=== multi_clock_divider ===
**multi_clock_divider: cell outlines without signal wires**

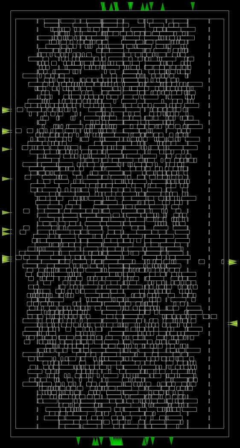

$ cat config.mk
export PLATFORM = sky130hd
export DESIGN_NAME = multi_clock_divider
export DESIGN_NICKNAME = d
export VERILOG_FILES = /design/src/rtl/multi_clock_divider.sv
export SDC_FILE = /design/constraint.sdc
export NUM_CORES = 1
export LEC_CHECK = 0
export CORE_ASPECT_RATIO = 2
export CORE_MARGIN = 3
export CORE_UTILIZATION = 47
export CTS_CLUSTER_SIZE = 16
export DETAILED_ROUTE_END_ITERATION = 7
export PLACE_DENSITY_LB_ADDON = 0.3
export SYNTH_ARGS = -nofsm -noshare
export SYNTH_HDL_FRONTEND = slang
export SYNTH_SLANG_ARGS = --single-unit
$ cat constraint.sdc
create_clock -name inClock -period 13.9 [get_ports inClock]
set_input_delay 2.78 -clock inClock [delete_from_list [all_inputs] [get_ports inClock]]
set_output_delay 2.78 -clock inClock [all_outputs]
set_load 0.01 [all_outputs]
$ cat src/rtl/multi_clock_divider.sv
// Multi-channel programmable clock divider. Each channel has an active divisor,
// a shadow divisor that is applied only on a period boundary, and a phase counter.
module multi_clock_divider #(
    parameter int NUM_CH      = 4,
    parameter int DIV_W       = 20,
    parameter int DEFAULT_DIV = 10000,
    localparam int CH_W       = (NUM_CH > 1) ? $clog2(NUM_CH) : 1
) (
    input  logic              inClock,
    input  logic              reset,
    input  logic [NUM_CH-1:0] enable,
    input  logic              syncAll,
    input  logic              wrEn,
    input  logic [CH_W-1:0]   wrChannel,
    input  logic [DIV_W-1:0]  wrDivisor,
    output logic              wrAck,
    output logic              wrErr,
    output logic [NUM_CH-1:0] pending,
    output logic [NUM_CH-1:0] outClock,
    output logic [NUM_CH-1:0] tick
);

    logic [DIV_W-1:0]  div_q    [NUM_CH];
    logic [DIV_W-1:0]  shadow_q [NUM_CH];
    logic [DIV_W-1:0]  cnt_q    [NUM_CH];
    logic [NUM_CH-1:0] en_q;

    logic [DIV_W-1:0]  div_d    [NUM_CH];
    logic [DIV_W-1:0]  shadow_d [NUM_CH];
    logic [DIV_W-1:0]  cnt_d    [NUM_CH];
    logic [NUM_CH-1:0] pend_d;
    logic [NUM_CH-1:0] out_d;
    logic [NUM_CH-1:0] tick_d;

    logic              wr_valid;
    logic              restart;
    logic              apply;
    logic [DIV_W-1:0]  cnt_nx;
    logic [DIV_W-1:0]  div_eff;

    assign wr_valid = ({1'b0, wrChannel} < (CH_W+1)'(NUM_CH));

    always_comb begin
        div_d    = div_q;
        shadow_d = shadow_q;
        cnt_d    = cnt_q;
        pend_d   = pending;
        out_d    = '0;
        tick_d   = '0;
        restart  = 1'b0;
        apply    = 1'b0;
        cnt_nx   = '0;
        div_eff  = '0;
        for (int unsigned i = 0; i < NUM_CH; i++) begin
            // A stopped channel (D==0) restarts from phase 0 as soon as a new D lands.
            restart = enable[i] && (!en_q[i] || syncAll || div_q[i] == '0);
            if (!enable[i] || restart || cnt_q[i] == div_q[i] - 1'b1)
                cnt_nx = '0;
            else
                cnt_nx = cnt_q[i] + 1'b1;

            apply   = pending[i] && (!enable[i] || div_q[i] == '0 || cnt_nx == '0);
            div_eff = apply ? shadow_q[i] : div_q[i];

            div_d[i]  = div_eff;
            pend_d[i] = apply ? 1'b0 : pending[i];
            cnt_d[i]  = (div_eff == '0) ? '0 : cnt_nx;

            if (enable[i] && div_eff != '0) begin
                out_d[i]  = (cnt_nx < (div_eff >> 1));
                tick_d[i] = (cnt_nx == '0);
            end

            // A write on the applying edge wins: the new value stays pending.
            if (wrEn && wr_valid && wrChannel == CH_W'(i)) begin
                shadow_d[i] = wrDivisor;
                pend_d[i]   = 1'b1;
            end
        end
    end

    always_ff @(posedge inClock or posedge reset) begin
        if (reset) begin
            for (int unsigned i = 0; i < NUM_CH; i++) begin
                div_q[i]    <= DIV_W'(DEFAULT_DIV);
                shadow_q[i] <= DIV_W'(DEFAULT_DIV);
                cnt_q[i]    <= '0;
            end
            en_q     <= '0;
            pending  <= '0;
            outClock <= '0;
            tick     <= '0;
            wrAck    <= 1'b0;
            wrErr    <= 1'b0;
        end else begin
            div_q    <= div_d;
            shadow_q <= shadow_d;
            cnt_q    <= cnt_d;
            en_q     <= enable;
            pending  <= pend_d;
            outClock <= out_d;
            tick     <= tick_d;
            wrAck    <= wrEn && wr_valid;
            wrErr    <= wrEn && !wr_valid;
        end
    end

endmodule
=== ppu_issue_ctrl ===
--- src/rtl/ppu_issue_ctrl.sv ---
// rtl/ppu_issue_ctrl.sv - round-robin issue controller for the shared multi-cycle PPU datapath
// Optional PPU_ISSUE_PERF_EN adds perf_ops_o / perf_busy_o counters.
module ppu_issue_ctrl #(
   parameter int NREQ     = 2,
   parameter int OP_SIZE  = 3,
   parameter int LAT_ADD  = 2,
   parameter int LAT_MUL  = 2,
   parameter int LAT_DIV  = 3,
   parameter int LAT_CONV = 1,
   localparam int ID_W    = (NREQ > 2) ? $clog2(NREQ) : 1
) (
   input  logic                    clk,
   input  logic                    rst,
   input  logic [NREQ-1:0]         req_valid_i,
   input  logic [NREQ*OP_SIZE-1:0] req_op_i,
   output logic [NREQ-1:0]         req_ready_o,
   output logic                    dp_start_o,
   output logic [OP_SIZE-1:0]      dp_op_o,
   output logic [ID_W-1:0]         dp_sel_o,
   output logic                    rsp_valid_o,
   output logic [ID_W-1:0]         rsp_id_o,
   output logic                    rsp_err_o,
   input  logic                    rsp_ready_i
`ifdef PPU_ISSUE_PERF_EN
   ,
   output logic [31:0]             perf_ops_o,
   output logic [31:0]             perf_busy_o
`endif
);

   typedef enum logic [1:0] {IDLE, BUSY, RESP} state_t;

   state_t             state_q, state_d;
   logic [ID_W-1:0]    rr_ptr_q, rr_ptr_d;
   logic [3:0]         cnt_q, cnt_d;
   logic               dp_start_q, dp_start_d;
   logic [OP_SIZE-1:0] dp_op_q, dp_op_d;
   logic [ID_W-1:0]    dp_sel_q, dp_sel_d;
   logic               rsp_err_q, rsp_err_d;

   logic [NREQ-1:0]    rot_valid;
   logic [ID_W:0]      grant_sum;
   logic               grant_found;
   logic [ID_W-1:0]    grant_id;
   logic [OP_SIZE-1:0] grant_op;
   logic               grant_illegal;

`ifdef PPU_ISSUE_PERF_EN
   logic [31:0]        perf_ops_q, perf_ops_d;
   logic [31:0]        perf_busy_q, perf_busy_d;
`endif

   // Busy cycles minus one, so the counter exits BUSY on zero.
   function automatic logic [3:0] lat_m1(input logic [OP_SIZE-1:0] op);
      case (op)
         OP_SIZE'(0), OP_SIZE'(1): lat_m1 = 4'(LAT_ADD - 1);
         OP_SIZE'(2):              lat_m1 = 4'(LAT_MUL - 1);
         OP_SIZE'(3):              lat_m1 = 4'(LAT_DIV - 1);
         OP_SIZE'(4), OP_SIZE'(5): lat_m1 = 4'(LAT_CONV - 1);
         default:                  lat_m1 = 4'd0;
      endcase
   endfunction

   // Rotate valids so bit 0 is rr_ptr; the lowest set rotated bit wins.
   always_comb begin
      rot_valid   = NREQ'({req_valid_i, req_valid_i} >> rr_ptr_q);
      grant_found = 1'b0;
      grant_id    = '0;
      grant_sum   = '0;
      for (int i = NREQ - 1; i >= 0; i--) begin
         if (rot_valid[i]) begin
            grant_found = 1'b1;
            grant_sum   = {1'b0, rr_ptr_q} + (ID_W+1)'(i);
            if (grant_sum >= (ID_W+1)'(NREQ)) begin
               grant_sum = grant_sum - (ID_W+1)'(NREQ);
            end
            grant_id = grant_sum[ID_W-1:0];
         end
      end
      grant_op = '0;
      for (int j = 0; j < NREQ; j++) begin
         if (grant_id == ID_W'(j)) begin
            grant_op = req_op_i[j*OP_SIZE +: OP_SIZE];
         end
      end
      grant_illegal = (grant_op > OP_SIZE'(5));
   end

   always_ff @(posedge clk) begin
      if (rst) begin
         state_q    <= IDLE;
         rr_ptr_q   <= '0;
         cnt_q      <= '0;
         dp_start_q <= 1'b0;
         dp_op_q    <= '0;
         dp_sel_q   <= '0;
         rsp_err_q  <= 1'b0;
      end else begin
         state_q    <= state_d;
         rr_ptr_q   <= rr_ptr_d;
         cnt_q      <= cnt_d;
         dp_start_q <= dp_start_d;
         dp_op_q    <= dp_op_d;
         dp_sel_q   <= dp_sel_d;
         rsp_err_q  <= rsp_err_d;
      end
   end

   always_comb begin
      state_d    = state_q;
      rr_ptr_d   = rr_ptr_q;
      cnt_d      = cnt_q;
      dp_start_d = 1'b0;
      dp_op_d    = dp_op_q;
      dp_sel_d   = dp_sel_q;
      rsp_err_d  = rsp_err_q;
      case (state_q)
         IDLE: begin
            if (grant_found) begin
               dp_op_d  = grant_op;
               dp_sel_d = grant_id;
               rr_ptr_d = (grant_id == ID_W'(NREQ - 1)) ? '0 : grant_id + ID_W'(1);
               if (grant_illegal) begin
                  state_d   = RESP;
                  rsp_err_d = 1'b1;
               end else begin
                  state_d    = BUSY;
                  cnt_d      = lat_m1(grant_op);
                  dp_start_d = 1'b1;
               end
            end
         end
         BUSY: begin
            if (cnt_q == 4'd0) begin
               state_d = RESP;
            end else begin
               cnt_d = cnt_q - 4'd1;
            end
         end
         RESP: begin
            if (rsp_ready_i) begin
               state_d   = IDLE;
               rsp_err_d = 1'b0;
            end
         end
         default: state_d = IDLE;
      endcase
   end

   always_comb begin
      req_ready_o = '0;
      if (!rst && state_q == IDLE && grant_found) begin
         req_ready_o[grant_id] = 1'b1;
      end
      rsp_valid_o = (state_q == RESP);
   end

   assign dp_start_o = dp_start_q;
   assign dp_op_o    = dp_op_q;
   assign dp_sel_o   = dp_sel_q;
   assign rsp_id_o   = dp_sel_q;
   assign rsp_err_o  = rsp_err_q;

`ifdef PPU_ISSUE_PERF_EN
   always_comb begin
      perf_ops_d  = perf_ops_q;
      perf_busy_d = perf_busy_q;
      if (state_q == RESP && rsp_ready_i) begin
         perf_ops_d = perf_ops_q + 32'd1;
      end
      if (state_q != IDLE) begin
         perf_busy_d = perf_busy_q + 32'd1;
      end
   end

   always_ff @(posedge clk) begin
      if (rst) begin
         perf_ops_q  <= '0;
         perf_busy_q <= '0;
      end else begin
         perf_ops_q  <= perf_ops_d;
         perf_busy_q <= perf_busy_d;
      end
   end

   assign perf_ops_o  = perf_ops_q;
   assign perf_busy_o = perf_busy_q;
`endif

endmodule

--- config.mk ---
export PLATFORM = sky130hd
export DESIGN_NAME = ppu_issue_ctrl
export DESIGN_NICKNAME = d
export VERILOG_FILES = /design/src/rtl/ppu_issue_ctrl.sv
export SDC_FILE = /design/constraint.sdc
export NUM_CORES = 1
export LEC_CHECK = 0
export ABC_CLOCK_PERIOD_IN_PS = 1900
export CELL_PAD_IN_SITES_DETAIL_PLACEMENT = 1
export CELL_PAD_IN_SITES_GLOBAL_PLACEMENT = 2
export CORE_MARGIN = 1
export CORE_UTILIZATION = 24
export DETAILED_ROUTE_END_ITERATION = 12
export GPL_TIMING_DRIVEN = 1
export PLACE_DENSITY = 0.77
export SETUP_SLACK_MARGIN = 0.5
export SKIP_LAST_GASP = 1
export SLEW_MARGIN = 20
export SYNTH_ARGS = -nofsm -noshare
export SYNTH_HDL_FRONTEND = slang
export SYNTH_SLANG_ARGS = --single-unit
--- constraint.sdc ---
create_clock -name clk -period 1.9 [get_ports clk]
set_clock_uncertainty 0.2 [all_clocks]
set_input_delay 0.285 -clock clk [delete_from_list [all_inputs] [get_ports clk]]
set_output_delay 0.285 -clock clk [all_outputs]
set_load 0.01 [all_outputs]
**ppu_issue_ctrl: sizing map**

Scale: 8 px per um.
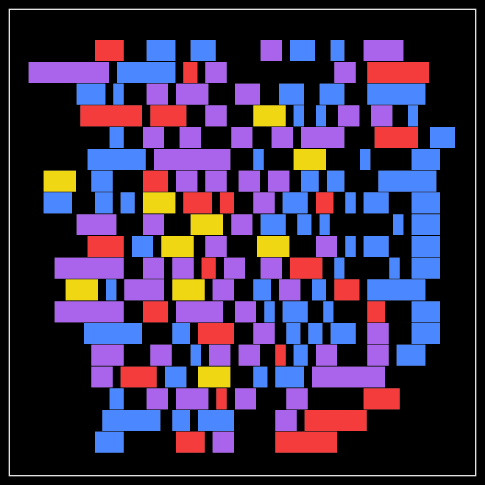
colour	size	cells
yellow	x6 and larger	10
red	x2	24
purple	x3 and x4	54
blue	x1 and smaller	67
Non-CTS buffers: 66
P&R area growth vs syn: 101%
Worst Slack Setup Final: -0.0440 ns
final non-filler cell area: 0.00152 sq mm

==> impl_metrics.tcl, ppu_issue_ctrl <==
# flow metrics
set metrics [dict create \
    vdd_drop_max_mv 0.389 \
    crit_path_start "cnt_q[1]" \
    logic_gate_count 70 \
    drc_errors 0 \
    synthArstFlopShare 0 \
    core_sq_mm 0.00288 \
    port_buffers 20 \
    fp_util 0.263 \
    synth_top_cell_by_count "dfxtp_1" \
    tap-cell-count 42 \
    comb-cell-share 0.396 \
    netlist_logic_family_top "simple AND/OR/NAND/NOR gates" \
    status "finished, violations left" \
    seqPwrFrac 0.276 \
    drt_iter0_drc 8 \
    area_dominant_class "logic gates" \
    layout_top_cells "37 x buf_4, 10 x buf_6, 9 x nand2_1" \
    crit_type "flip-flop to flip-flop" \
    fin_crit_sh 1.02 \
    synth_cell_type_count 38 \
    ys_sh_simple 0.280 \
    postSynthCellCount 89 \
    min_to "dp_op_o[2]" \
    hold_buffers 0 \
    switchingPower_mw 0.481 \
    cp-end-kind "flip-flop" \
    finalHoldViolCount 0 \
    setup_ws_ns -0.0440 \
    top_layer_used "met4" \
    overflow 0 \
    ys_sh_xor 0 \
    met3_usage 0.0223 \
    vias 982 \
    fin_setup_tns_ns -0.0576 \
    p_leak_nw 0.658 \
    final_core_util 0.529 \
    worst_path_max_delay_cell "dfxtp_2" \
    fill_cells 331 \
    yosys.area.top_type_share 0.344 \
    ys.warnings.count 0 \
    cp_max_fo 3 \
    yosys-top-cells-count "13 x dfxtp_1, 12 x nand2_1, 8 x a21oi_1, 6 x nor2_1" \
    grt_pass1_vias 978 \
    r2r-start "cnt_q[1]" \
    flop_cell "dfxtp_1" \
    dp.cells 167 \
    routed_wl_um 3480 \
    combPwrFrac 0.577 \
    via_per_inst 4.98 \
    clk_pin_slew_worst_paths_ns 0.09 \
    crit_required_ns 1.90 \
    antenna_found_initial 0 \
    die_h_um 58.1 \
    wl_met2_um 1690 \
    rsz0062_at_grt "true" \
    antennaDiodeCount 0 \
    edf_count 0 \
    rows 19 \
    use_met2 0.332 \
    setup_violations 2 \
    mux_area_frac 0.0281 \
    synth.cell_area_sq_um 756 \
    power.total_mw 1.31 \
    hp-class "flip-flop to flip-flop" \
    failed_checks "negative setup slack" \
    cp_cell_sequence "inv_2, ha_4, or3b_4, nand2_4, a221oi_4, buf_4, buf_6, o211a_1, nor3_2" \
    grt_max_degree 8 \
    cts_sinks 13 \
]
-- ppu_issue_ctrl: critical path, delay by kind of cell, from the launching register on --
| family | cells | cell delay [ns] |
|---|---|---|
| compound gates | 2 | 0.47 |
| fa+ha+maj | 1 | 0.15 |
| buf+inv | 3 | 0.32 |
| flops | 1 | 0.35 |
| simple gates | 3 | 0.34 |
-- ppu_issue_ctrl: power groups by stage --
stage	Clock (mW)	Sequential (mW)	Combinational, mW
final	0.192	0.362	0.756
after global routing	0.205	0.368	0.813
after CTS	0.190	0.359	0.583
after detailed placement	0	0.362	0.453
after global placement	0	0.359	0.447
after floorplan	0	0.368	0.237
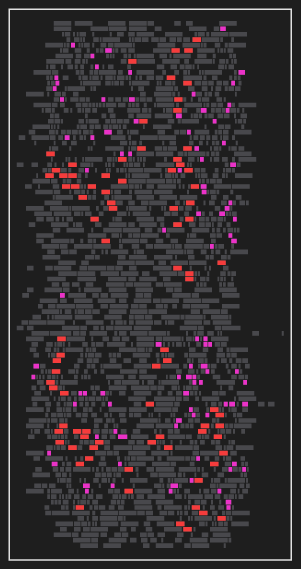
**Above:** multi_clock_divider (gate families picked out).
Scale: 2 px per um.
colour	family	cells	most used
magenta	and/or cells	95	and3_1
red	fa/ha/maj cells	84	ha_1
Layout Cells excl Fill: 2203
logic share of the area: 0.524
highest-count logic cell in the final layout: dfrtp_1

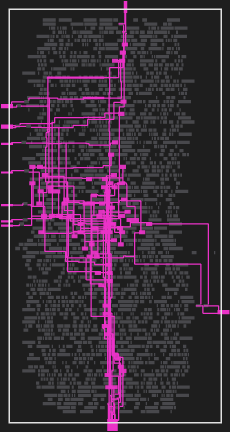
**Above:** multi_clock_divider (I/O nets highlighted).
Scale: 1.5 px per um.
colour	port	bits	direction	end cells	buffers	wire
magenta	wrDivisor	20	input	80	20	3800 um
IO buf count: 42
io pins: 44

About 'cell outlines without signal wires' of multi_clock_divider:
sequential cell count: 257
flop share of the area: 0.352
# fillers: 3175

==> impl_metrics.tcl, multi_clock_divider <==
# flow metrics
set metrics [dict create \
    tap-cell-count 445 \
    ys_seq_frac 0.382 \
    cp-end-kind "flip-flop" \
    hp-class "flip-flop to flip-flop" \
    slew_viol_final 0 \
    whs_ns 0.527 \
    grt_pass1_wl_um 75100 \
    postSynthCellCount 1752 \
    setup_ws_ns 6.92 \
    endpoint "outClock[0]" \
    top_power_group "sequential cells" \
    synth.area.top_cells "dfrtp_1 32%, dfstp_2 6.2%, ha_1 6.2%" \
    nNonClkInverters 104 \
    finClkSkew_ns 0.0272 \
    power.switching_fraction 0.355 \
    syn_to_final_growth_pct 8.66 \
    wl_per_cell_um 21.6 \
    warnings 32 \
    synthArstFlopShare 1.00 \
    clock_buffers 33 \
    logic_gate_count 1299 \
    edf_count 0 \
    hp-start "shadow_q[18]" \
    die_h_um 275 \
    layout_top_cells "217 x dfrtp_1, 180 x nor2_1, 113 x xnor2_1" \
    place_area_sq_mm 0.0176 \
    cts_tree "yes" \
    clkPwrFrac 0.281 \
    final_nets 1854 \
    ys.warnings.count 0 \
    ys_sh_xor 0.0956 \
    clk_share 0.0448 \
    clk_pin_slew_worst_paths_ns 0.07 \
    combPwrFrac 0.271 \
    timing.fmax_ghz 0.143 \
    drive_gt1_frac 0.136 \
    grt_max_degree 131 \
    r2r_slack_ns 8.06 \
    overflow 0 \
    flop_cell "dfrtp_1" \
    reg2reg_depth 21 \
    holdPathStages 1 \
    seqCellArea_sq_mm 0.00648 \
    htreeDepth 1 \
    root_buffer "clkbuf_16" \
    area_dominant_class "logic gates" \
    ctsResizeCount 0 \
    met3_usage 0.0245 \
    drt_iter0_drc 835 \
    pg_comb_mw 0.672 \
    fin_crit_sh 0.502 \
    yosys_area_sq_mm 0.0170 \
    synth_top_cell_by_count "dfrtp_1" \
    cts_sinks 257 \
    seqPwrFrac 0.448 \
    synthAdderAreaFrac 0.0620 \
    status "finished clean" \
    slew_headroom 0.249 \
    antenna_found_initial 2 \
    crit_type "input port to flip-flop" \
    drc_errors 0 \
]
multi_clock_divider: critical path: stages:
cell and delay (ns):
clkdlybuf4s50_1 0.49, nand2_1 0.11, a311oi_1 0.74, nand2_1 0.17, o21ai_1 0.92, mux2i_1 0.32, ha_1 0.27, a21o_1 0.16
a21o_1 0.16, a21o_1 0.17, a21oi_1 0.15, nor2b_1 0.06, o21ai_0 0.19, a21oi_1 0.09, a211o_1 0.28, a2111oi_2 0.32
multi_clock_divider: per-layer routing:
metal  vias to the layer above  wire (um)
met5                         -         49
met4                         4       3330
met3                       160       1370
met2                       349      25800
met1                      6719      17000
li1                       6228          -


==> layout pictures side by side <==
Pin placement.
Plate I
Scale: 2 px per um. Pins as bars across the die edge, other pins in grey.
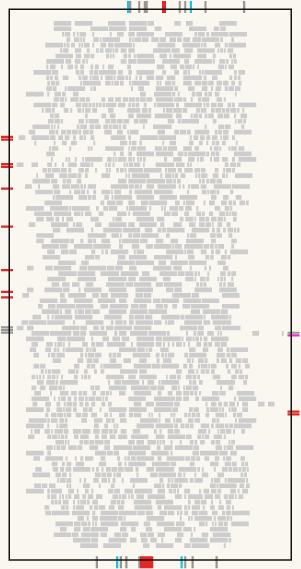
Plate II
Scale: 8 px per um. Pins as bars across the die edge, other pins in grey.
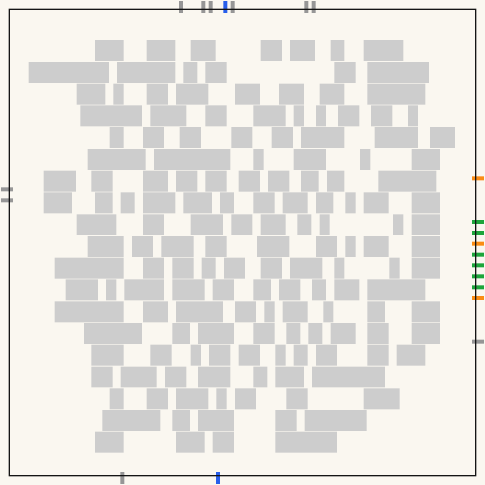
| from | picture |
|---|---|
| ppu_issue_ctrl | Plate II |
| multi_clock_divider | Plate I |
Of these, largest die: Plate I

Key to Plate II:
colour	port	pins	direction	edge
orange	dp_op_o	3	output	right
blue	req_ready_o	2	output	1 top, 1 bottom
green	req_op_i	6	input	right
all pins by edge	10 right, 7 top, 2 bottom, 2 left

Power is estimated from default activity; no workload was simulated.
